# ---- block 1 ----
### Signal metal coverage by tile, block 1

Bar = 50 um. The die is cut into 28 by 21 equal tiles; dark purple is low, yellow is high, scaled to the fullest tile. Values are wire area over tile area, all layers added.
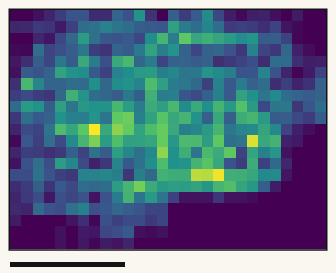

**src/rtl/booth_mul_seq.sv**
```systemverilog
// Sequential radix-2 Booth signed multiplier feeding the X (low word) and A (high word)
// working registers with a one-cycle write-back pulse.
module booth_mul_seq #(
    parameter int unsigned WIDTH = 16
) (
    input  logic             clk,
    input  logic             rst_b,
    input  logic             start,
    input  logic [WIDTH-1:0] multiplicand,
    input  logic [WIDTH-1:0] multiplier,
    output logic             busy,
    output logic             done,
    output logic [WIDTH-1:0] x_out,
    output logic             x_en,
    output logic [WIDTH-1:0] a_out,
    output logic             a_en,
    output logic             ovf
);

    localparam int unsigned CntW = $clog2(WIDTH) + 1;

    typedef enum logic [1:0] {StIdle, StRun, StWb} state_e;

    state_e            state_q, state_d;
    logic [CntW-1:0]   count_q, count_d;
    logic [WIDTH:0]    acc_q, acc_d;
    logic [WIDTH:0]    m_q, m_d;
    logic [WIDTH-1:0]  q_q, q_d;
    logic              qm1_q, qm1_d;
    logic              busy_q, busy_d;
    logic              done_q, done_d;
    logic [WIDTH-1:0]  x_out_q, x_out_d;
    logic [WIDTH-1:0]  a_out_q, a_out_d;
    logic              ovf_q, ovf_d;
    logic [WIDTH:0]    t;

    always_comb begin
        state_d = state_q;
        count_d = count_q;
        acc_d   = acc_q;
        m_d     = m_q;
        q_d     = q_q;
        qm1_d   = qm1_q;
        busy_d  = busy_q;
        done_d  = 1'b0;
        x_out_d = x_out_q;
        a_out_d = a_out_q;
        ovf_d   = ovf_q;

        case ({q_q[0], qm1_q})
            2'b01:   t = acc_q + m_q;
            2'b10:   t = acc_q - m_q;
            default: t = acc_q;
        endcase

        case (state_q)
            StIdle: begin
                if (start) begin
                    acc_d   = '0;
                    q_d     = multiplier;
                    qm1_d   = 1'b0;
                    m_d     = {multiplicand[WIDTH-1], multiplicand};
                    count_d = '0;
                    busy_d  = 1'b1;
                    state_d = StRun;
                end
            end
            StRun: begin
                // Arithmetic right shift of {T, Q, q_m1}
                acc_d   = {t[WIDTH], t[WIDTH:1]};
                q_d     = {t[0], q_q[WIDTH-1:1]};
                qm1_d   = q_q[0];
                count_d = count_q + CntW'(1);
                if (count_q == CntW'(WIDTH - 1)) begin
                    state_d = StWb;
                    done_d  = 1'b1;
                    x_out_d = q_d;
                    a_out_d = acc_d[WIDTH-1:0];
                    ovf_d   = (acc_d[WIDTH-1:0] != {WIDTH{q_d[WIDTH-1]}});
                end
            end
            StWb: begin
                busy_d  = 1'b0;
                state_d = StIdle;
            end
            default: begin
                busy_d  = 1'b0;
                state_d = StIdle;
            end
        endcase
    end

    always_ff @(posedge clk or negedge rst_b) begin
        if (!rst_b) begin
            state_q <= StIdle;
            count_q <= '0;
            acc_q   <= '0;
            m_q     <= '0;
            q_q     <= '0;
            qm1_q   <= 1'b0;
            busy_q  <= 1'b0;
            done_q  <= 1'b0;
            x_out_q <= '0;
            a_out_q <= '0;
            ovf_q   <= 1'b0;
        end else begin
            state_q <= state_d;
            count_q <= count_d;
            acc_q   <= acc_d;
            m_q     <= m_d;
            q_q     <= q_d;
            qm1_q   <= qm1_d;
            busy_q  <= busy_d;
            done_q  <= done_d;
            x_out_q <= x_out_d;
            a_out_q <= a_out_d;
            ovf_q   <= ovf_d;
        end
    end

    assign busy  = busy_q;
    assign done  = done_q;
    assign x_en  = done_q;
    assign a_en  = done_q;
    assign x_out = x_out_q;
    assign a_out = a_out_q;
    assign ovf   = ovf_q;

endmodule
```
**config.mk**
```make
export PLATFORM = sky130hd
export DESIGN_NAME = booth_mul_seq
export DESIGN_NICKNAME = d
export VERILOG_FILES = /design/src/rtl/booth_mul_seq.sv
export SDC_FILE = /design/constraint.sdc
export NUM_CORES = 1
export LEC_CHECK = 0
export ABC_AREA = 1
export CORE_ASPECT_RATIO = 0.75
export CORE_MARGIN = 2
export CORE_UTILIZATION = 40
export CTS_CLUSTER_DIAMETER = 150
export DETAILED_ROUTE_END_ITERATION = 7
export PLACE_DENSITY_LB_ADDON = 0.3
export SLEW_MARGIN = 15
export SYNTH_ARGS = -nofsm -noshare
export SYNTH_HDL_FRONTEND = slang
export SYNTH_SLANG_ARGS = --single-unit
```
**constraint.sdc**
```tcl
create_clock -name clk -period 5.4 [get_ports clk]
set_clock_uncertainty 0.15 [all_clocks]
set_input_delay 1.08 -clock clk [delete_from_list [all_inputs] [get_ports clk]]
set_output_delay 1.08 -clock clk [all_outputs]
set_load 0.01 [all_outputs]
```
# ---- block 2 ----
$ cat src/rtl/mem_arb_pkg.sv
// Shared types and default sizing for the round-robin memory arbiter.
// WIDTH/ADDR_WIDTH defaults track the single-port mem instance being shared.
package mem_arb_pkg;

    typedef enum logic [1:0] {
        IDLE = 2'd0,
        BUSY = 2'd1,
        RESP = 2'd2
    } arb_state_e;

    localparam int NUM_REQ_DEF    = 3;
    localparam int WIDTH_DEF      = 16;
    localparam int ADDR_WIDTH_DEF = 4;
    localparam int TIMEOUT_DEF    = 64;

    // Pointer width never drops to zero, even for degenerate requester counts.
    function automatic int ptr_width(input int n);
        return (n > 1) ? $clog2(n) : 1;
    endfunction

endpackage

$ cat src/rtl/mem_arbiter_rr_pick.sv
// Combinational round-robin picker: first set request at or above ptr, with wrap.
// Kept standalone so coverage models can reuse the exact same selection rule.
module rr_pick
    import mem_arb_pkg::*;
#(
    parameter int NUM_REQ = NUM_REQ_DEF,
    parameter int PTR_W   = ptr_width(NUM_REQ)
) (
    input  logic [NUM_REQ-1:0] req_i,
    input  logic [PTR_W-1:0]   ptr_i,
    output logic [NUM_REQ-1:0] gnt_o,
    output logic               found_o
);

    logic [NUM_REQ-1:0] rot;
    logic [NUM_REQ-1:0] oh_rot;

    // Rotate so the pointer position lands at bit 0, pick lowest, rotate back.
    assign rot = NUM_REQ'({req_i, req_i} >> ptr_i);

    always_comb begin
        oh_rot = '0;
        for (int j = NUM_REQ - 1; j >= 0; j--) begin
            if (rot[j]) begin
                oh_rot    = '0;
                oh_rot[j] = 1'b1;
            end
        end
    end

    assign gnt_o   = NUM_REQ'(({oh_rot, oh_rot} << ptr_i) >> NUM_REQ);
    assign found_o = |req_i;

endmodule

$ cat src/rtl/mem_arbiter.sv
// Round-robin arbiter sharing one single-port mem between NUM_REQ requesters.
// IDLE arbitrates, BUSY holds the latched request on mem, RESP returns the ready pulse.
module mem_arbiter
    import mem_arb_pkg::*;
#(
    parameter int NUM_REQ    = NUM_REQ_DEF,
    parameter int WIDTH      = WIDTH_DEF,
    parameter int ADDR_WIDTH = ADDR_WIDTH_DEF,
    parameter int TIMEOUT    = TIMEOUT_DEF
) (
    input  logic                          clk,
    input  logic                          rst,
    input  logic [NUM_REQ-1:0]            req_valid_i,
    input  logic [NUM_REQ-1:0]            req_wr_rd_i,
    input  logic [NUM_REQ*ADDR_WIDTH-1:0] req_addr_i,
    input  logic [NUM_REQ*WIDTH-1:0]      req_wr_data_i,
    output logic [NUM_REQ-1:0]            req_ready_o,
    output logic [WIDTH-1:0]              rd_data_o,
    output logic [NUM_REQ-1:0]            gnt_o,
    output logic                          timeout_o,
    output logic                          mem_valid_o,
    output logic                          mem_wr_rd_o,
    output logic [ADDR_WIDTH-1:0]         mem_addr_o,
    output logic [WIDTH-1:0]              mem_wr_data_o,
    input  logic                          mem_ready_i,
    input  logic [WIDTH-1:0]              mem_rd_data_i
);

    localparam int PTR_W = ptr_width(NUM_REQ);
    localparam int WD_W  = (TIMEOUT > 1) ? $clog2(TIMEOUT) : 1;
    localparam logic [WD_W-1:0] WD_LAST = WD_W'((TIMEOUT > 0) ? TIMEOUT - 1 : 0);

    // Handshake (both directions): a transfer happens on a rising edge where
    // valid and ready are both high; valid stays asserted with stable fields until then.

    arb_state_e              state_q, state_d;
    logic [PTR_W-1:0]        ptr_q, ptr_d;
    logic [NUM_REQ-1:0]      gnt_q, gnt_d;
    logic                    wr_q, wr_d;
    logic [ADDR_WIDTH-1:0]   addr_q, addr_d;
    logic [WIDTH-1:0]        wdata_q, wdata_d;
    logic                    valid_q, valid_d;
    logic [NUM_REQ-1:0]      ready_q, ready_d;
    logic [WIDTH-1:0]        rd_data_q, rd_data_d;
    logic                    timeout_q, timeout_d;
    logic [WD_W-1:0]         wd_cnt_q, wd_cnt_d;

    logic [NUM_REQ-1:0]      win_oh;
    logic                    win_found;
    logic [PTR_W-1:0]        win_idx;
    logic                    win_wr;
    logic [ADDR_WIDTH-1:0]   win_addr;
    logic [WIDTH-1:0]        win_data;
    logic                    handshake;
    logic                    wd_expire;

    rr_pick #(
        .NUM_REQ (NUM_REQ),
        .PTR_W   (PTR_W)
    ) u_rr_pick (
        .req_i   (req_valid_i),
        .ptr_i   (ptr_q),
        .gnt_o   (win_oh),
        .found_o (win_found)
    );

    always_comb begin
        win_idx  = '0;
        win_wr   = 1'b0;
        win_addr = '0;
        win_data = '0;
        for (int i = 0; i < NUM_REQ; i++) begin
            if (win_oh[i]) begin
                win_idx  = PTR_W'(i);
                win_wr   = req_wr_rd_i[i];
                win_addr = req_addr_i[i*ADDR_WIDTH +: ADDR_WIDTH];
                win_data = req_wr_data_i[i*WIDTH +: WIDTH];
            end
        end
    end

    assign handshake = valid_q && mem_ready_i;
    assign wd_expire = (TIMEOUT != 0) && (wd_cnt_q == WD_LAST);

    always_comb begin
        state_d   = state_q;
        ptr_d     = ptr_q;
        gnt_d     = gnt_q;
        wr_d      = wr_q;
        addr_d    = addr_q;
        wdata_d   = wdata_q;
        valid_d   = valid_q;
        ready_d   = '0;
        rd_data_d = rd_data_q;
        timeout_d = 1'b0;
        wd_cnt_d  = wd_cnt_q;
        case (state_q)
            IDLE: begin
                if (win_found) begin
                    state_d  = BUSY;
                    gnt_d    = win_oh;
                    wr_d     = win_wr;
                    addr_d   = win_addr;
                    wdata_d  = win_data;
                    valid_d  = 1'b1;
                    wd_cnt_d = '0;
                    ptr_d    = (win_idx == PTR_W'(NUM_REQ - 1)) ? '0 : win_idx + PTR_W'(1);
                end
            end
            BUSY: begin
                wd_cnt_d = wd_cnt_q + WD_W'(1);
                // A handshake on the expiry edge still counts as a normal completion.
                if (handshake) begin
                    valid_d   = 1'b0;
                    ready_d   = gnt_q;
                    rd_data_d = wr_q ? '0 : mem_rd_data_i;
                    state_d   = RESP;
                end else if (wd_expire) begin
                    valid_d   = 1'b0;
                    ready_d   = gnt_q;
                    rd_data_d = '0;
                    timeout_d = 1'b1;
                    state_d   = RESP;
                end
            end
            RESP: begin
                gnt_d   = '0;
                state_d = IDLE;
            end
            default: begin
                state_d = IDLE;
            end
        endcase
    end

    always_ff @(posedge clk) begin
        if (rst) begin
            state_q   <= IDLE;
            ptr_q     <= '0;
            gnt_q     <= '0;
            wr_q      <= 1'b0;
            addr_q    <= '0;
            wdata_q   <= '0;
            valid_q   <= 1'b0;
            ready_q   <= '0;
            rd_data_q <= '0;
            timeout_q <= 1'b0;
            wd_cnt_q  <= '0;
        end else begin
            state_q   <= state_d;
            ptr_q     <= ptr_d;
            gnt_q     <= gnt_d;
            wr_q      <= wr_d;
            addr_q    <= addr_d;
            wdata_q   <= wdata_d;
            valid_q   <= valid_d;
            ready_q   <= ready_d;
            rd_data_q <= rd_data_d;
            timeout_q <= timeout_d;
            wd_cnt_q  <= wd_cnt_d;
        end
    end

    assign req_ready_o   = ready_q;
    assign rd_data_o     = rd_data_q;
    assign gnt_o         = gnt_q;
    assign timeout_o     = timeout_q;
    assign mem_valid_o   = valid_q;
    assign mem_wr_rd_o   = wr_q;
    assign mem_addr_o    = addr_q;
    assign mem_wr_data_o = wdata_q;

endmodule

$ cat config.mk
export PLATFORM = sky130hd
export DESIGN_NAME = mem_arbiter
export DESIGN_NICKNAME = d
export VERILOG_FILES = /design/src/rtl/mem_arb_pkg.sv /design/src/rtl/mem_arbiter_rr_pick.sv /design/src/rtl/mem_arbiter.sv
export SDC_FILE = /design/constraint.sdc
export NUM_CORES = 1
export LEC_CHECK = 0
export CAP_MARGIN = 25
export CELL_PAD_IN_SITES_DETAIL_PLACEMENT = 0
export CELL_PAD_IN_SITES_GLOBAL_PLACEMENT = 1
export CORE_MARGIN = 5
export CORE_UTILIZATION = 26
export DETAILED_ROUTE_END_ITERATION = 10
export GPL_ROUTABILITY_DRIVEN = 1
export PLACE_DENSITY_LB_ADDON = 0.12
export SLEW_MARGIN = 20
export SYNTH_ARGS = -nofsm -noshare
export SYNTH_HDL_FRONTEND = slang
export SYNTH_HIERARCHICAL = 1
export SYNTH_SLANG_ARGS = --single-unit
export TNS_END_PERCENT = 100
$ cat constraint.sdc
create_clock -name clk -period 1.9 [get_ports clk]
set_input_delay 0.38 -clock clk [delete_from_list [all_inputs] [get_ports clk]]
set_output_delay 0.38 -clock clk [all_outputs]
set_load 0.02 [all_outputs]
### Routing congestion map, block 2

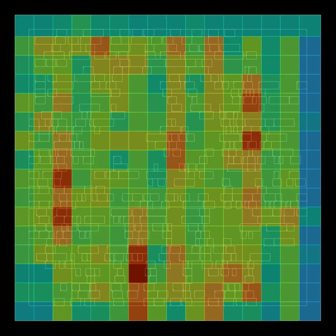
busiest grt layer: met2
drt wl/cell: 15.1 um
total track usage: 0.133
met2 Resource Use GR: 0.220

==> metrics.yaml, block 2 <==
clk_share: 0.0206
largestClassByArea: "non-clock buffers"
worst-path-max-fanout: 11
syn_inst: 304
vias_per_cell: 4.60
n_sequential_cell: 55
route.top_layer_used: "met4"
synthAoiAreaFrac: 0.280
report.final.slew_viol_count: 0
place_inst: 560
synth-async-reset-ratio: 0
cp.depth: 7
cts.sinks: 55
r2r_cells: 7
fin_tns_setup_ns: 0
grt.met1_usage: 0.169
finClkSkew_ns: 0.00503
clockBufferDepth: 2
endpoint_kind: "flop"
synthToLayoutAreaGrowth_pct: 61.5
start_kind: "input port"
rrSetupSlack_ns: 0.17
yosysWarnings: 6
worstSkewPairLatency_ns: 0.30
status: "finished clean"
top_cell: "dfxtp_1"
path_cells: "clkdlybuf4s50_1, nor2_1, nand2_1, or3b_4, buf_4, a211o_1, a21oi_2"
holdWs_ns: 0.435
hold_depth: 3
### Routing congestion map, block 1

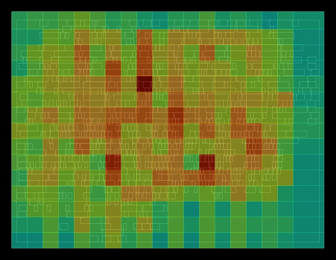
busiest grt layer: met1
final core utilization: 0.499
M1 GR Usage: 0.317
drt wl/cell: 13.6 um

About 'Signal metal coverage by tile' of block 1:
mean over tiles: 0.15
emptiest ninth of the die: south-east
nearly empty tiles: 19%
densest ninth of the die: center
tiles over half the peak: 21%
total track usage: 0.199
final wirelength: 13.3 mm
vias: 4794

==> metrics.yaml, block 1 <==
top_cells_by_count: "208 x nand2_1, 110 x inv_1, 91 x dfrtp_1, 67 x o21ai_0, 49 x nor2_1"
post-cts-setup-buffers: 0
numCtsBuffers: 9
core_area_sq_mm: 0.0131
yosysWarnings: 0
warnings: 26
synth_cell_types: 36
grt_pass1_wl_mm: 22.7
vias_per_cell: 4.93
topCombFamilyByArea: "simple AND/OR/NAND/NOR gates"
wl_met3_um: 708
edf_count: 0
slowest_stage: "dfrtp_1"
hold_depth: 2
synth-xor-area-share: 0.0277
cts.sinks: 91
place_ws_ns: 1.80
synthToLayoutAreaGrowth_pct: 21.4
wirelength_met1_mm: 7.09
status: "finished clean"
drive_gt1_frac: 0.0611
worst-path-max-fanout: 6
fill_cells: 1279
rrSetupSlack_ns: 1.76
syn_inst: 735
die_h_um: 104
hold_start: "x_out[9]"
lay_top_count: "nand2_1"
yosys_cells: 735
h-tree-depth: 3
comb_cells: 499
syn_nets: 791
critPathRequiredTime_ns: 5.48
place_area_sq_mm: 0.00622
grt_start_max_net_pins: 47
synth-async-reset-ratio: 1.00
cts_tree: "done"
path_cells: "inv_1, ha_1, nand3_2, nor2_2, nand3_1, o21ai_0, nand2_1, xnor2_1, ha_1, nand2_1, inv_1, nand2_1, nand2_1, a21oi_1, nand2_1, nand2_1, nand3_1, nand2_1, nand2_1, nor2_1, nand3_1, nand2_1, a21oi_2"

# ---- block 3 ----
### Signal metal coverage by tile, block 3

Bar = 20 um. The die is cut into 23 by 23 equal tiles; dark purple is low, yellow is high, scaled to the fullest tile. Values are wire area over tile area, all layers added.
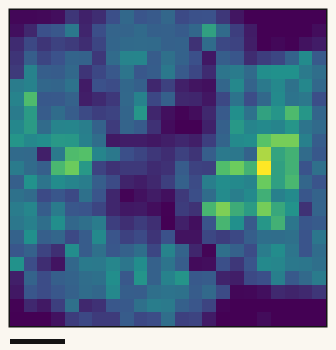

<file path="src/rtl/lsu.sv">
// Load/store unit: turns one load or store from the pipeline into a single
// bus transaction. It stalls the pipeline while the transaction is in
// flight, rejects misaligned accesses, and sign- or zero-extends load data.
module lsu (
  input  logic        clk,
  input  logic        rst_n,
  input  logic        memwrite,
  input  logic        writeback,
  input  logic [2:0]  func210,
  input  logic [31:0] addr,
  input  logic [31:0] wdata_in,
  output logic        stall,
  output logic [31:0] rdata_out,
  output logic        ld_valid,
  output logic        misaligned,
  output logic        dreq,
  output logic        dwe,
  output logic [31:0] daddr,
  output logic [31:0] dwdata,
  output logic [3:0]  dbe,
  input  logic        dgnt,
  input  logic        drvalid,
  input  logic [31:0] drdata
);

  typedef enum logic [1:0] {
    IDLE = 2'd0,
    REQ  = 2'd1,
    WAIT = 2'd2,
    DONE = 2'd3
  } state_t;

  state_t state_reg, state_next;

  // Attributes of the access in flight, captured on accept
  logic        op_store_reg;
  logic [2:0]  func_reg;
  logic [1:0]  addr_lo_reg;
  logic [31:0] daddr_reg;
  logic [31:0] dwdata_reg;
  logic [3:0]  dbe_reg;
  logic [31:0] rdata_reg;

  // Request decode on the live pipeline inputs
  logic        req_any;
  logic        size_byte;
  logic        size_half;
  logic        size_word;
  logic        misalign_now;
  logic        in_idle;
  logic        accept;
  logic [3:0]  dbe_calc;
  logic [7:0]  wdata_lane [4];
  logic [31:0] wdata_rep;

  // Load data path
  logic [7:0]  rd_byte [4];
  logic [7:0]  ld_byte;
  logic [15:0] ld_half;
  logic [31:0] ld_ext;

  assign req_any   = memwrite | writeback;
  // funct3[1:0]: 00 byte, 01 half, 1x word (011/110/111 behave like LW)
  assign size_byte = (func210[1:0] == 2'b00);
  assign size_half = (func210[1:0] == 2'b01);
  assign size_word = func210[1];

  assign misalign_now = (size_half & addr[0]) | (size_word & (addr[1:0] != 2'b00));
  assign in_idle      = (state_reg == IDLE);

  // Gated with rst_n so stall/misaligned drop immediately while reset is held
  assign accept     = rst_n & in_idle & req_any & ~misalign_now;
  assign misaligned = rst_n & in_idle & req_any & misalign_now;

  // Per-lane byte enables and store-data replication
  generate
    for (genvar gi = 0; gi < 4; gi++) begin : g_lane
      assign dbe_calc[gi] = size_byte ? (addr[1:0] == 2'(gi)) :
                            size_half ? (addr[1] == 1'(gi / 2)) :
                                        1'b1;

      assign wdata_lane[gi] = size_byte ? wdata_in[7:0] :
                              size_half ? wdata_in[8*(gi%2) +: 8] :
                                          wdata_in[8*gi +: 8];

      assign rd_byte[gi] = drdata[8*gi +: 8];
    end
  endgenerate

  assign wdata_rep = {wdata_lane[3], wdata_lane[2], wdata_lane[1], wdata_lane[0]};

  // Lane select and sign/zero extension of the returning read data
  always_comb begin
    ld_byte = rd_byte[addr_lo_reg];
    ld_half = addr_lo_reg[1] ? drdata[31:16] : drdata[15:0];
    case (func_reg)
      3'b000:  ld_ext = {{24{ld_byte[7]}}, ld_byte};
      3'b001:  ld_ext = {{16{ld_half[15]}}, ld_half};
      3'b100:  ld_ext = {24'd0, ld_byte};
      3'b101:  ld_ext = {16'd0, ld_half};
      default: ld_ext = drdata;
    endcase
  end

  // State register
  always_ff @(posedge clk or negedge rst_n) begin
    if (!rst_n) begin
      state_reg <= IDLE;
    end else begin
      state_reg <= state_next;
    end
  end

  // Next-state logic and pipeline stall; DONE never accepts a new request
  // because whatever is on the inputs then belongs to the retiring instruction
  always_comb begin
    state_next = state_reg;
    stall      = 1'b0;
    case (state_reg)
      IDLE: begin
        if (accept) begin
          stall      = 1'b1;
          state_next = REQ;
        end
      end
      REQ: begin
        stall = 1'b1;
        if (dgnt) begin
          state_next = op_store_reg ? DONE : WAIT;
        end
      end
      WAIT: begin
        stall = 1'b1;
        if (drvalid) begin
          state_next = DONE;
        end
      end
      DONE: begin
        state_next = IDLE;
      end
      default: begin
        state_next = IDLE;
      end
    endcase
  end

  // Capture the access on accept; bus fields stay frozen until the next accept
  always_ff @(posedge clk or negedge rst_n) begin
    if (!rst_n) begin
      op_store_reg <= 1'b0;
      func_reg     <= 3'd0;
      addr_lo_reg  <= 2'd0;
      daddr_reg    <= 32'd0;
      dwdata_reg   <= 32'd0;
      dbe_reg      <= 4'd0;
    end else if (accept) begin
      op_store_reg <= memwrite;
      func_reg     <= func210;
      addr_lo_reg  <= addr[1:0];
      daddr_reg    <= {addr[31:2], 2'b00};
      dwdata_reg   <= wdata_rep;
      dbe_reg      <= dbe_calc;
    end
  end

  // Load result register: only a read beat accepted in WAIT updates it
  always_ff @(posedge clk or negedge rst_n) begin
    if (!rst_n) begin
      rdata_reg <= 32'd0;
    end else if ((state_reg == WAIT) && drvalid) begin
      rdata_reg <= ld_ext;
    end
  end

  // Bus strobes only while requesting, so the bus sees zeros when idle
  assign dreq      = (state_reg == REQ);
  assign dwe       = (state_reg == REQ) & op_store_reg;
  assign dbe       = (state_reg == REQ) ? dbe_reg : 4'd0;
  assign daddr     = daddr_reg;
  assign dwdata    = dwdata_reg;
  assign ld_valid  = (state_reg == DONE) & ~op_store_reg;
  assign rdata_out = rdata_reg;

endmodule
</file>
<file path="config.mk">
export PLATFORM = sky130hd
export DESIGN_NAME = lsu
export DESIGN_NICKNAME = d
export VERILOG_FILES = /design/src/rtl/lsu.sv
export SDC_FILE = /design/constraint.sdc
export NUM_CORES = 1
export LEC_CHECK = 0
export ABC_AREA = 0
export CORE_UTILIZATION = 40
export DETAILED_ROUTE_END_ITERATION = 6
export PLACE_DENSITY = 0.76
export SLEW_MARGIN = 20
export SYNTH_ARGS = -nofsm -noshare
export SYNTH_HDL_FRONTEND = slang
export SYNTH_SLANG_ARGS = --single-unit
</file>
<file path="constraint.sdc">
create_clock -name clk -period 6.2 [get_ports clk]
set_clock_uncertainty 0.15 [all_clocks]
set_input_delay 1.24 -clock clk [delete_from_list [all_inputs] [get_ports clk]]
set_output_delay 1.24 -clock clk [all_outputs]
set_load 0.02 [all_outputs]
</file>
# ---- block 4 ----
===== src/rtl/fetch_unit_pkg.sv =====
// Shared definitions for the rv32 fetch stage: FIFO entry layout and constants.
package fetch_unit_pkg;

    // addi x0, x0, 0 -- presented to decode whenever no fetched word is valid
    localparam logic [31:0] NOP_INSTR        = 32'h0000_0013;
    localparam logic [31:0] DEFAULT_RESET_PC = 32'h0000_0000;

    typedef struct packed {
        logic [31:0] pc;
        logic [31:0] instr;
    } fetch_entry_t;

    // Fetch addresses are always word aligned; the low two bits are dropped.
    function automatic logic [31:0] align_word(input logic [31:0] addr);
        return {addr[31:2], 2'b00};
    endfunction

endpackage


===== src/rtl/fetch_fifo.sv =====
// In-order prefetch FIFO with first-word fall-through: when empty, the word
// being pushed is visible at the head in the same cycle and can be popped
// without ever being stored.
module fetch_fifo
    import fetch_unit_pkg::*;
#(
    parameter int DEPTH = 2,
    localparam int PW = $clog2(DEPTH),
    localparam int CW = PW + 1
) (
    input  logic          clk,
    input  logic          rst_n,
    input  logic          push,
    input  fetch_entry_t  push_data,
    input  logic          pop,
    input  logic          clear,
    output fetch_entry_t  head,
    output logic          head_valid,
    output logic          empty,
    output logic [CW-1:0] count
);

    fetch_entry_t  mem_q [DEPTH];
    logic [PW-1:0] wr_ptr_q, wr_ptr_d;
    logic [PW-1:0] rd_ptr_q, rd_ptr_d;
    logic [CW-1:0] count_q, count_d;
    logic          wr_en;
    logic          rd_en;

    assign empty      = (count_q == '0);
    assign count      = count_q;
    assign head_valid = !empty || push;
    assign head       = empty ? push_data : mem_q[rd_ptr_q];

    // A push that is popped straight through an empty FIFO is never stored;
    // clear wins over both push and pop.
    always_comb begin
        wr_en    = push && !clear && !(empty && pop);
        rd_en    = pop && !empty && !clear;
        wr_ptr_d = wr_ptr_q;
        rd_ptr_d = rd_ptr_q;
        count_d  = count_q;
        if (clear) begin
            wr_ptr_d = '0;
            rd_ptr_d = '0;
            count_d  = '0;
        end else begin
            if (wr_en) wr_ptr_d = wr_ptr_q + PW'(1);
            if (rd_en) rd_ptr_d = rd_ptr_q + PW'(1);
            count_d = count_q + CW'(wr_en) - CW'(rd_en);
        end
    end

    // Pointer and occupancy registers.
    always_ff @(posedge clk or negedge rst_n) begin
        if (!rst_n) begin
            wr_ptr_q <= '0;
            rd_ptr_q <= '0;
            count_q  <= '0;
        end else begin
            wr_ptr_q <= wr_ptr_d;
            rd_ptr_q <= rd_ptr_d;
            count_q  <= count_d;
        end
    end

    // Entry storage; contents are only meaningful below count, so no reset.
    always_ff @(posedge clk) begin
        if (wr_en) mem_q[wr_ptr_q] <= push_data;
    end

endmodule


===== src/rtl/fetch_unit.sv =====
// rv32 instruction fetch stage: owns the fetch PC, issues credit-limited
// requests to instruction memory, buffers responses with their PCs and
// squashes everything in flight on a redirect from execute.
module fetch_unit
    import fetch_unit_pkg::*;
#(
    parameter logic [31:0] RESET_PC = DEFAULT_RESET_PC,
    parameter int          DEPTH    = 2
) (
    input  logic        clk,
    input  logic        rst_n,
    input  logic        stall_f,
    input  logic        redirect_valid,
    input  logic [31:0] redirect_pc,
    output logic        imem_req,
    output logic [31:0] imem_addr,
    input  logic        imem_gnt,
    input  logic        imem_rvalid,
    input  logic [31:0] imem_rdata,
    output logic        instr_ready,
    output logic [31:0] instr_f,
    output logic [31:0] pc_f
);

    localparam int CW = $clog2(DEPTH) + 1;

    logic          active_q, active_d;
    logic [31:0]   fetch_pc_q, fetch_pc_d;
    logic [31:0]   resp_pc_q, resp_pc_d;
    logic [CW-1:0] outstanding_q, outstanding_d;
    logic [CW-1:0] drop_cnt_q, drop_cnt_d;

    logic [CW-1:0] fifo_count;
    logic [CW:0]   in_use;
    logic          accept;
    logic          rsp;
    logic          keep;
    logic          pop;
    logic          head_valid;
    logic          fifo_empty;
    fetch_entry_t  push_entry;
    fetch_entry_t  head;

    // Requests only go out while buffered plus in-flight words leave room in
    // the FIFO, so every response is guaranteed a slot. The first cycle after
    // reset is kept idle so the request line is low throughout reset.
    always_comb begin
        in_use    = {1'b0, fifo_count} + {1'b0, outstanding_q};
        imem_req  = active_q && !redirect_valid && (in_use < (CW+1)'(DEPTH));
        imem_addr = fetch_pc_q;
        accept    = imem_req && imem_gnt;
        rsp       = imem_rvalid && active_q;
        keep      = rsp && !redirect_valid && (drop_cnt_q == '0);
        pop       = instr_ready && !stall_f;
    end

    assign push_entry = '{pc: resp_pc_q, instr: imem_rdata};

    fetch_fifo #(
        .DEPTH (DEPTH)
    ) u_fifo (
        .clk        (clk),
        .rst_n      (rst_n),
        .push       (keep),
        .push_data  (push_entry),
        .pop        (pop),
        .clear      (redirect_valid),
        .head       (head),
        .head_valid (head_valid),
        .empty      (fifo_empty),
        .count      (fifo_count)
    );

    // Decode sees nothing during a redirect cycle; otherwise the FIFO head.
    always_comb begin
        instr_ready = head_valid && !redirect_valid;
        instr_f     = instr_ready ? head.instr : NOP_INSTR;
        pc_f        = instr_ready ? head.pc    : 32'h0;
    end

    // Next-state for PC, response-PC and credit/drop bookkeeping. On a
    // redirect every request still in flight after this edge is stale, and
    // an rvalid arriving in the redirect cycle itself is simply discarded.
    always_comb begin
        active_d      = 1'b1;
        fetch_pc_d    = fetch_pc_q;
        resp_pc_d     = resp_pc_q;
        outstanding_d = outstanding_q + CW'(accept) - CW'(rsp);
        drop_cnt_d    = drop_cnt_q;
        if (redirect_valid) begin
            fetch_pc_d = align_word(redirect_pc);
            resp_pc_d  = align_word(redirect_pc);
            drop_cnt_d = outstanding_d;
        end else begin
            if (accept) fetch_pc_d = fetch_pc_q + 32'd4;
            if (keep)   resp_pc_d  = resp_pc_q + 32'd4;
            if (rsp && (drop_cnt_q != '0)) drop_cnt_d = drop_cnt_q - CW'(1);
        end
    end

    // State registers.
    always_ff @(posedge clk or negedge rst_n) begin
        if (!rst_n) begin
            active_q      <= 1'b0;
            fetch_pc_q    <= RESET_PC;
            resp_pc_q     <= RESET_PC;
            outstanding_q <= '0;
            drop_cnt_q    <= '0;
        end else begin
            active_q      <= active_d;
            fetch_pc_q    <= fetch_pc_d;
            resp_pc_q     <= resp_pc_d;
            outstanding_q <= outstanding_d;
            drop_cnt_q    <= drop_cnt_d;
        end
    end

    // Credit invariant: in-flight plus buffered words never exceed the FIFO.
    a_credit: assert property (@(posedge clk) disable iff (!rst_n)
        in_use <= (CW+1)'(DEPTH));

    // A kept response must never find the FIFO full unless the head leaves.
    a_no_overflow: assert property (@(posedge clk) disable iff (!rst_n)
        !(keep && !pop && (fifo_count == CW'(DEPTH))));

endmodule


===== config.mk =====
export PLATFORM = sky130hd
export DESIGN_NAME = fetch_unit
export DESIGN_NICKNAME = d
export VERILOG_FILES = /design/src/rtl/fetch_unit_pkg.sv /design/src/rtl/fetch_fifo.sv /design/src/rtl/fetch_unit.sv
export SDC_FILE = /design/constraint.sdc
export NUM_CORES = 1
export LEC_CHECK = 0
export CAP_MARGIN = 10
export CORE_UTILIZATION = 55
export CTS_BUF_LIST = sky130_fd_sc_hd__clkbuf_2
export CTS_CLUSTER_DIAMETER = 200
export DETAILED_ROUTE_END_ITERATION = 16
export PLACE_DENSITY = 0.83
export SETUP_SLACK_MARGIN = 0.5
export SYNTH_ARGS = -nofsm -noshare
export SYNTH_HDL_FRONTEND = slang
export SYNTH_HIERARCHICAL = 1
export SYNTH_SLANG_ARGS = --single-unit

===== constraint.sdc =====
create_clock -name clk -period 9.42 [get_ports clk]
set_clock_uncertainty 0.05 [all_clocks]
set_input_delay 2.355 -clock clk [delete_from_list [all_inputs] [get_ports clk]]
set_output_delay 2.355 -clock clk [all_outputs]
set_load 0.01 [all_outputs]

# ---- block 5 ----
## src/rtl/bridge_pkg.sv

```systemverilog
// bridge_pkg: shared types, APB slot map and decode helper for the AHB-to-APB bridge
package bridge_pkg;
  typedef enum logic [1:0] {HT_IDLE = 2'b00, HT_BUSY = 2'b01, HT_NONSEQ = 2'b10, HT_SEQ = 2'b11} htrans_e;
  typedef enum logic [1:0] {APB_IDLE, APB_SETUP, APB_ACCESS} apb_state_e;
  localparam logic [31:0] SLOT0_BASE = 32'h8000_0000, SLOT0_LIMIT = 32'h83FF_FFFF;
  localparam logic [31:0] SLOT1_BASE = 32'h8400_0000, SLOT1_LIMIT = 32'h87FF_FFFF;
  localparam logic [31:0] SLOT2_BASE = 32'h8800_0000, SLOT2_LIMIT = 32'h8BFF_FFFF;
  typedef struct packed {
    logic [31:0] addr;
    logic [31:0] wdata;
    logic        write;
    logic [2:0]  sel;
  } req_t;
  function automatic logic [2:0] decode(input logic [31:0] a);
    return {a >= SLOT2_BASE && a <= SLOT2_LIMIT,
            a >= SLOT1_BASE && a <= SLOT1_LIMIT,
            a >= SLOT0_BASE && a <= SLOT0_LIMIT};
  endfunction
endpackage

```

## src/rtl/ahb_slave_if.sv

```systemverilog
// ahb_slave_if: AHB-Lite address capture, decode, one-entry request buffer, Hreadyout/Hresp
// BRIDGE_ERR_RESP_EN enables the two-cycle ERROR response for unmapped addresses.
module ahb_slave_if import bridge_pkg::*; (
  input  logic        Hclk,
  input  logic        Hresetn,
  input  logic        Hwrite,
  input  logic        Hreadyin,
  input  logic [1:0]  Htrans,
  input  logic [31:0] Haddr,
  input  logic [31:0] Hwdata,
  input  logic        buf_clr,
  input  logic        rd_done,
  output logic        Hreadyout,
  output logic        Hresp,
  output logic        buffer_full,
  output logic        req_fire,
  output req_t        req_nxt
);
  logic        addr_phase, write_r, active;
  logic [31:0] addr_r;
  logic [2:0]  sel_r, sel;
  req_t        buf_r;
  assign sel      = decode(Haddr);
  assign active   = Hreadyin && (Htrans == HT_NONSEQ || Htrans == HT_SEQ);
  assign req_fire = addr_phase && !buffer_full;
  assign req_nxt  = req_fire ? {addr_r, Hwdata, write_r, sel_r} : buf_r;
  // a captured phase waits here until the buffer frees; the master holds Hwdata meanwhile
  always_ff @(posedge Hclk or negedge Hresetn)
    if (!Hresetn) begin
      addr_phase  <= 1'b0;
      addr_r      <= '0;
      write_r     <= 1'b0;
      sel_r       <= '0;
      buf_r       <= '0;
      buffer_full <= 1'b0;
    end else begin
      if (Hreadyout) addr_phase <= active && |sel;
      else if (req_fire) addr_phase <= 1'b0;
      if (Hreadyout && active && |sel) begin
        addr_r  <= Haddr;
        write_r <= Hwrite;
        sel_r   <= sel;
      end
      if (req_fire) begin
        buf_r       <= req_nxt;
        buffer_full <= 1'b1;
      end else if (buf_clr) buffer_full <= 1'b0;
    end
`ifdef BRIDGE_ERR_RESP_EN
  logic err1, hresp_r;
  always_ff @(posedge Hclk or negedge Hresetn)
    if (!Hresetn) begin
      err1    <= 1'b0;
      hresp_r <= 1'b0;
    end else begin
      err1    <= Hreadyout && active && !(|sel);
      hresp_r <= (Hreadyout && active && !(|sel)) || err1;
    end
  assign Hresp     = hresp_r;
  assign Hreadyout = !(buffer_full || (addr_phase && !write_r && !rd_done) || err1);
`else
  assign Hresp     = 1'b0;
  assign Hreadyout = !(buffer_full || (addr_phase && !write_r && !rd_done));
`endif
endmodule

```

## src/rtl/bridge_top.sv

```systemverilog
// bridge_top: single-clock AHB-Lite to APB bridge with three peripheral slots
// BRIDGE_ERR_RESP_EN (in ahb_slave_if) adds the ERROR response for unmapped addresses.
module bridge_top import bridge_pkg::*; (
  input  logic        Hclk,
  input  logic        Hresetn,
  input  logic        Hwrite,
  input  logic        Hreadyin,
  input  logic [1:0]  Htrans,
  input  logic [31:0] Haddr,
  input  logic [31:0] Hwdata,
  input  logic [31:0] Prdata,
  output logic        Hreadyout,
  output logic        Hresp,
  output logic [31:0] Hrdata,
  output logic [2:0]  Pselx,
  output logic [31:0] Paddr,
  output logic        Pwrite,
  output logic        Penable,
  output logic [31:0] Pwdata
);
  req_t       req;
  logic       buffer_full, req_fire, rd_done;
  apb_state_e state;
  ahb_slave_if AHBSlave (
    .Hclk(Hclk), .Hresetn(Hresetn), .Hwrite(Hwrite), .Hreadyin(Hreadyin), .Htrans(Htrans),
    .Haddr(Haddr), .Hwdata(Hwdata), .buf_clr(state == APB_ACCESS), .rd_done(rd_done),
    .Hreadyout(Hreadyout), .Hresp(Hresp), .buffer_full(buffer_full), .req_fire(req_fire),
    .req_nxt(req)
  );
  // SETUP starts on the fire edge itself, taking the request as it enters the buffer
  always_ff @(posedge Hclk or negedge Hresetn)
    if (!Hresetn) begin
      state   <= APB_IDLE;
      Pselx   <= '0;
      Paddr   <= '0;
      Pwrite  <= 1'b0;
      Penable <= 1'b0;
      Pwdata  <= '0;
      Hrdata  <= '0;
      rd_done <= 1'b0;
    end else begin
      rd_done <= 1'b0;
      case (state)
        APB_IDLE: if (req_fire || buffer_full) begin
          state  <= APB_SETUP;
          Pselx  <= req.sel;
          Paddr  <= req.addr;
          Pwrite <= req.write;
          Pwdata <= req.wdata;
        end
        APB_SETUP: begin
          state   <= APB_ACCESS;
          Penable <= 1'b1;
        end
        default: begin
          state   <= APB_IDLE;
          Pselx   <= '0;
          Penable <= 1'b0;
          if (!Pwrite) begin
            Hrdata  <= Prdata;
            rd_done <= 1'b1;
          end
        end
      endcase
    end
endmodule

```

## config.mk

```make
export PLATFORM = sky130hd
export DESIGN_NAME = bridge_top
export DESIGN_NICKNAME = d
export VERILOG_FILES = /design/src/rtl/bridge_pkg.sv /design/src/rtl/ahb_slave_if.sv /design/src/rtl/bridge_top.sv
export SDC_FILE = /design/constraint.sdc
export NUM_CORES = 1
export LEC_CHECK = 0
export CAP_MARGIN = 20
export CORE_ASPECT_RATIO = 0.5
export CORE_MARGIN = 3
export CORE_UTILIZATION = 49
export DETAILED_ROUTE_END_ITERATION = 10
export PLACE_DENSITY = 0.81
export SLEW_MARGIN = 20
export SYNTH_ARGS = -nofsm -noshare
export SYNTH_HDL_FRONTEND = slang
export SYNTH_SLANG_ARGS = --single-unit
```

## constraint.sdc

```tcl
create_clock -name Hclk -period 2.1 [get_ports Hclk]
set_input_delay 0.42 -clock Hclk [delete_from_list [all_inputs] [get_ports Hclk]]
set_output_delay 0.42 -clock Hclk [all_outputs]
set_load 0.03 [all_outputs]
```


==> screenshots <==
Routing congestion map.
(a)
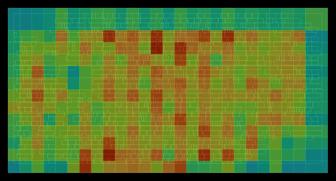
(b)
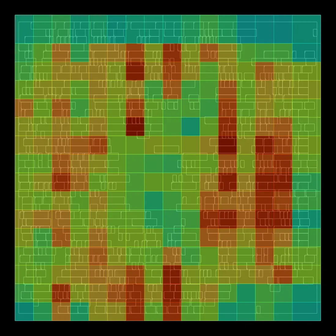
(c)
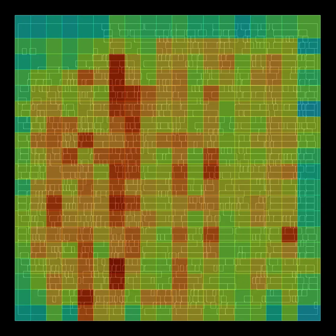
For block 5, see (a).
For block 3, see (b).
For block 4, see (c).

### Cell sizes after repair, block 3

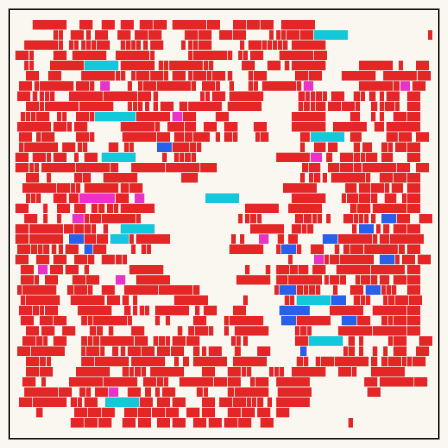
legend:
  _6 and larger:
    color: cyan
    cells: 11
  _2 cells:
    color: blue
    cells: 15
  _0 and _1 cells:
    color: red
    cells: 715
  _3 and _4 cells:
    color: magenta
    cells: 13
area grow syn2layout: 49.2%
post-route cell area: 0.00750 sq mm
Signal buffers: 213

Notes on 'Signal metal coverage by tile' of block 3 above:
mean over tiles: 0.19
emptiest ninth of the die: center
tiles over half the peak: 9.5%
fullest tile: 0.65
total track usage: 0.233
vias: 4695

==> metrics.yaml, block 3 <==
power_leader: "combinational cells"
top_cell: "nand2_1"
status: "finished clean"
crit_end: "stall"
grt_start_max_net_pins: 67
hold_end: "daddr[19]"
bufAreaShareNonClock: 0.282
clk_share: 0.0407
die_h_um: 114
wirelength_met1_mm: 6.37
n_antenna_cell: 0
finalCriticalPeriod_ns: 4.71
flop_area_sq_mm: 0.00265
ys.flops: 106
root_buffer: "clkbuf_16"
yosys_cells: 562
path_cells: "clkdlybuf4s50_1, or2_4, a221oi_4, nor2_1, nor2_1, clkdlybuf4s50_1"
top_area_cell: "dfrtp_1"
slowest_stage: "clkdlybuf4s50_1"
setup_viol: 0
route.top_layer_used: "met4"
inverters: 6
path_class: "input port to output port"
clockPowerShare: 0.156
powerClk_uw: 582
h-tree-depth: 3
syn_avg_cell_area_sq_um: 8.94
clockBufferDepth: 2
drtIter0Drc: 393
num_rows: 40
cp.depth: 6
netSwitchingPower_mw: 1.50
finalNonFillerCells: 922
lay_top_cells: "206 x clkdlybuf4s50_1, 191 x nand2_1, 106 x dfrtp_1"
numCtsBuffers: 9
rsz0062_at_grt: "false"
timing.rr.start: "state_reg[1]"
holdWs_ns: 0.325
### Placement by cell class, block 5

Bar = 50 um.
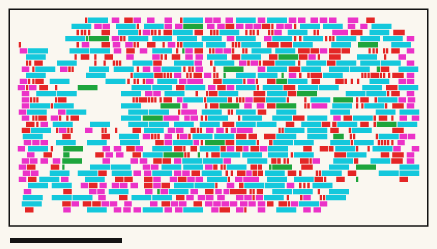
legend:
  combinational and other logic:
    color: red
    cells: 360
    share_of_their_area: 24%
  clock drivers and dummy loads:
    color: green
    cells: 32
    share_of_their_area: 5.2%
  sequential cells:
    color: cyan
    cells: 210
    share_of_their_area: 50%
  remaining buffers and delay cells:
    color: magenta
    cells: 218
    share_of_their_area: 21%

### Cell sizes after repair, block 5

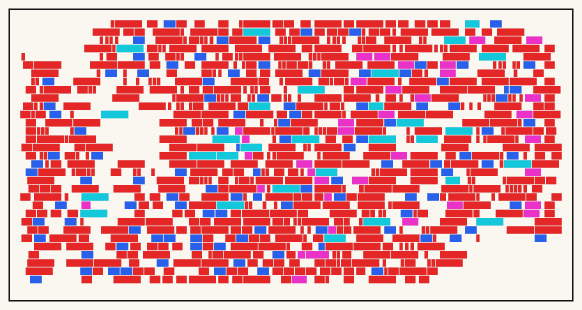
legend:
  _3 and _4 cells:
    color: magenta
    cells: 36
  _6 and larger:
    color: cyan
    cells: 29
  _2 cells:
    color: blue
    cells: 108
  _0 and _1 cells:
    color: red
    cells: 647
crit path setup slack, layout: 0.0850 ns
Signal buffers: 218
post-route cell area: 0.0108 sq mm
area grow syn2layout: 36.9%

==> metrics.yaml, block 5 <==
status: "finished clean"
inverters: 4
endpoint_kind: "output port"
maxCapViolations: 0
cts_tree: "done"
lay_top_cells: "210 x dfrtp_1, 200 x clkdlybuf4s50_1, 199 x nand2_1"
cts.sinks: 210
dp_hpwl_mm: 12.0
place_inst: 991
place_ws_ns: -0.289
top_cells_by_count: "210 x dfrtp_1, 199 x nand2_1, 103 x mux2_2, 24 x mux2_4, 16 x clkbuf_1"
routedWlPerCell_um: 17.1
start_kind: "flop"
post-cts-setup-buffers: 0
syn_inst: 600
wirelength_met1_mm: 7.44
comb_share: 0.230
hold_buffers: 1
io_pins: 205
postRouteAntennaNets: 0
finalHoldViolations: 0
### Signal metal coverage by tile, block 4

Bar = 50 um. The die is cut into 27 by 27 equal tiles; dark purple is low, yellow is high, scaled to the fullest tile. Values are wire area over tile area, all layers added.
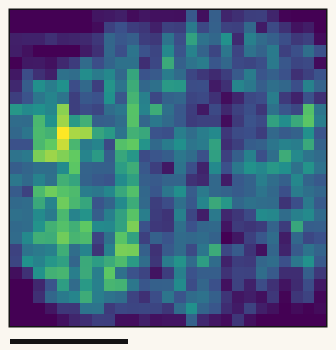
emptiest ninth of the die: south-east
mean over tiles: 0.18
fullest tile: 0.58
densest ninth of the die: west
total track usage: 0.238
final wirelength: 20.7 mm
drt wl/cell: 16.9 um
vias: 6947

### Cell sizes after repair, block 4

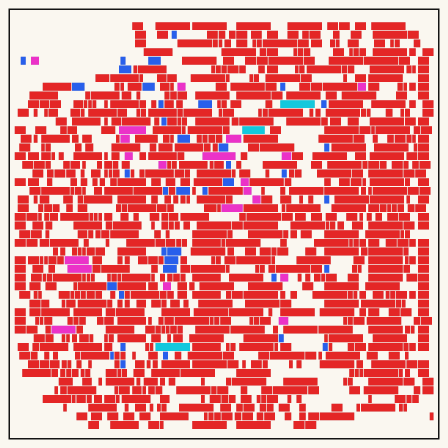
legend:
  _2 cells:
    color: blue
    cells: 37
  _0 and _1 cells:
    color: red
    cells: 939
  _6 and larger:
    color: cyan
    cells: 3
  _3 and _4 cells:
    color: magenta
    cells: 20

==> metrics.yaml, block 4 <==
cp.depth: 8
post-cts-setup-buffers: 0
top_area_cell: "edfxtp_1"
edf_count: 128
rsz0062_at_grt: "false"
slowest_delay_ns: 0.60
status: "finished clean"
hold_depth: 0
cts_tree: "done"
finalHoldViolations: 0
comb_share: 0.324
route.top_layer_used: "met4"
finalCritPeriodShare: 0.794
clockBufferDepth: 2
total_power_mw: 1.71
yosys-stat-area_sq_mm: 0.00962
comb_cells: 589
die_h_um: 134
holdWs_ns: 0.523
hold_end: "u_fifo/mem_q[0][63]"
leakagePower_nw: 4.07
drtIter0Drc: 474
power_density_mw_per_mm2: 148
synthToLayoutAreaGrowth_pct: 20.1
fmax_mhz: 134
wl_met3_mm: 1.18
relSlewSlack: 0.168
numCtsBuffers: 17


==> layout pictures side by side <==
Placement by cell class.
image #1
Bar = 20 um.
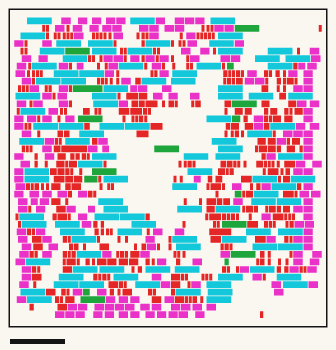
image #2
Bar = 50 um.
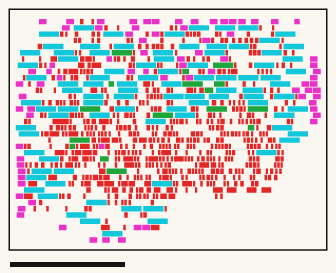
image #3
Bar = 50 um.
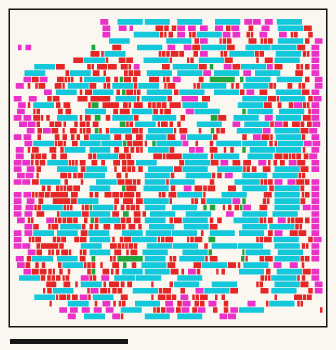
image #4
Bar = 20 um.
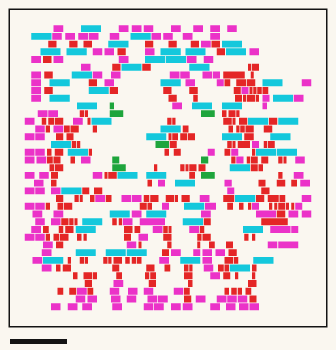
For block 4, see image #3.
For block 3, see image #1.
For block 1, see image #2.
For block 2, see image #4.

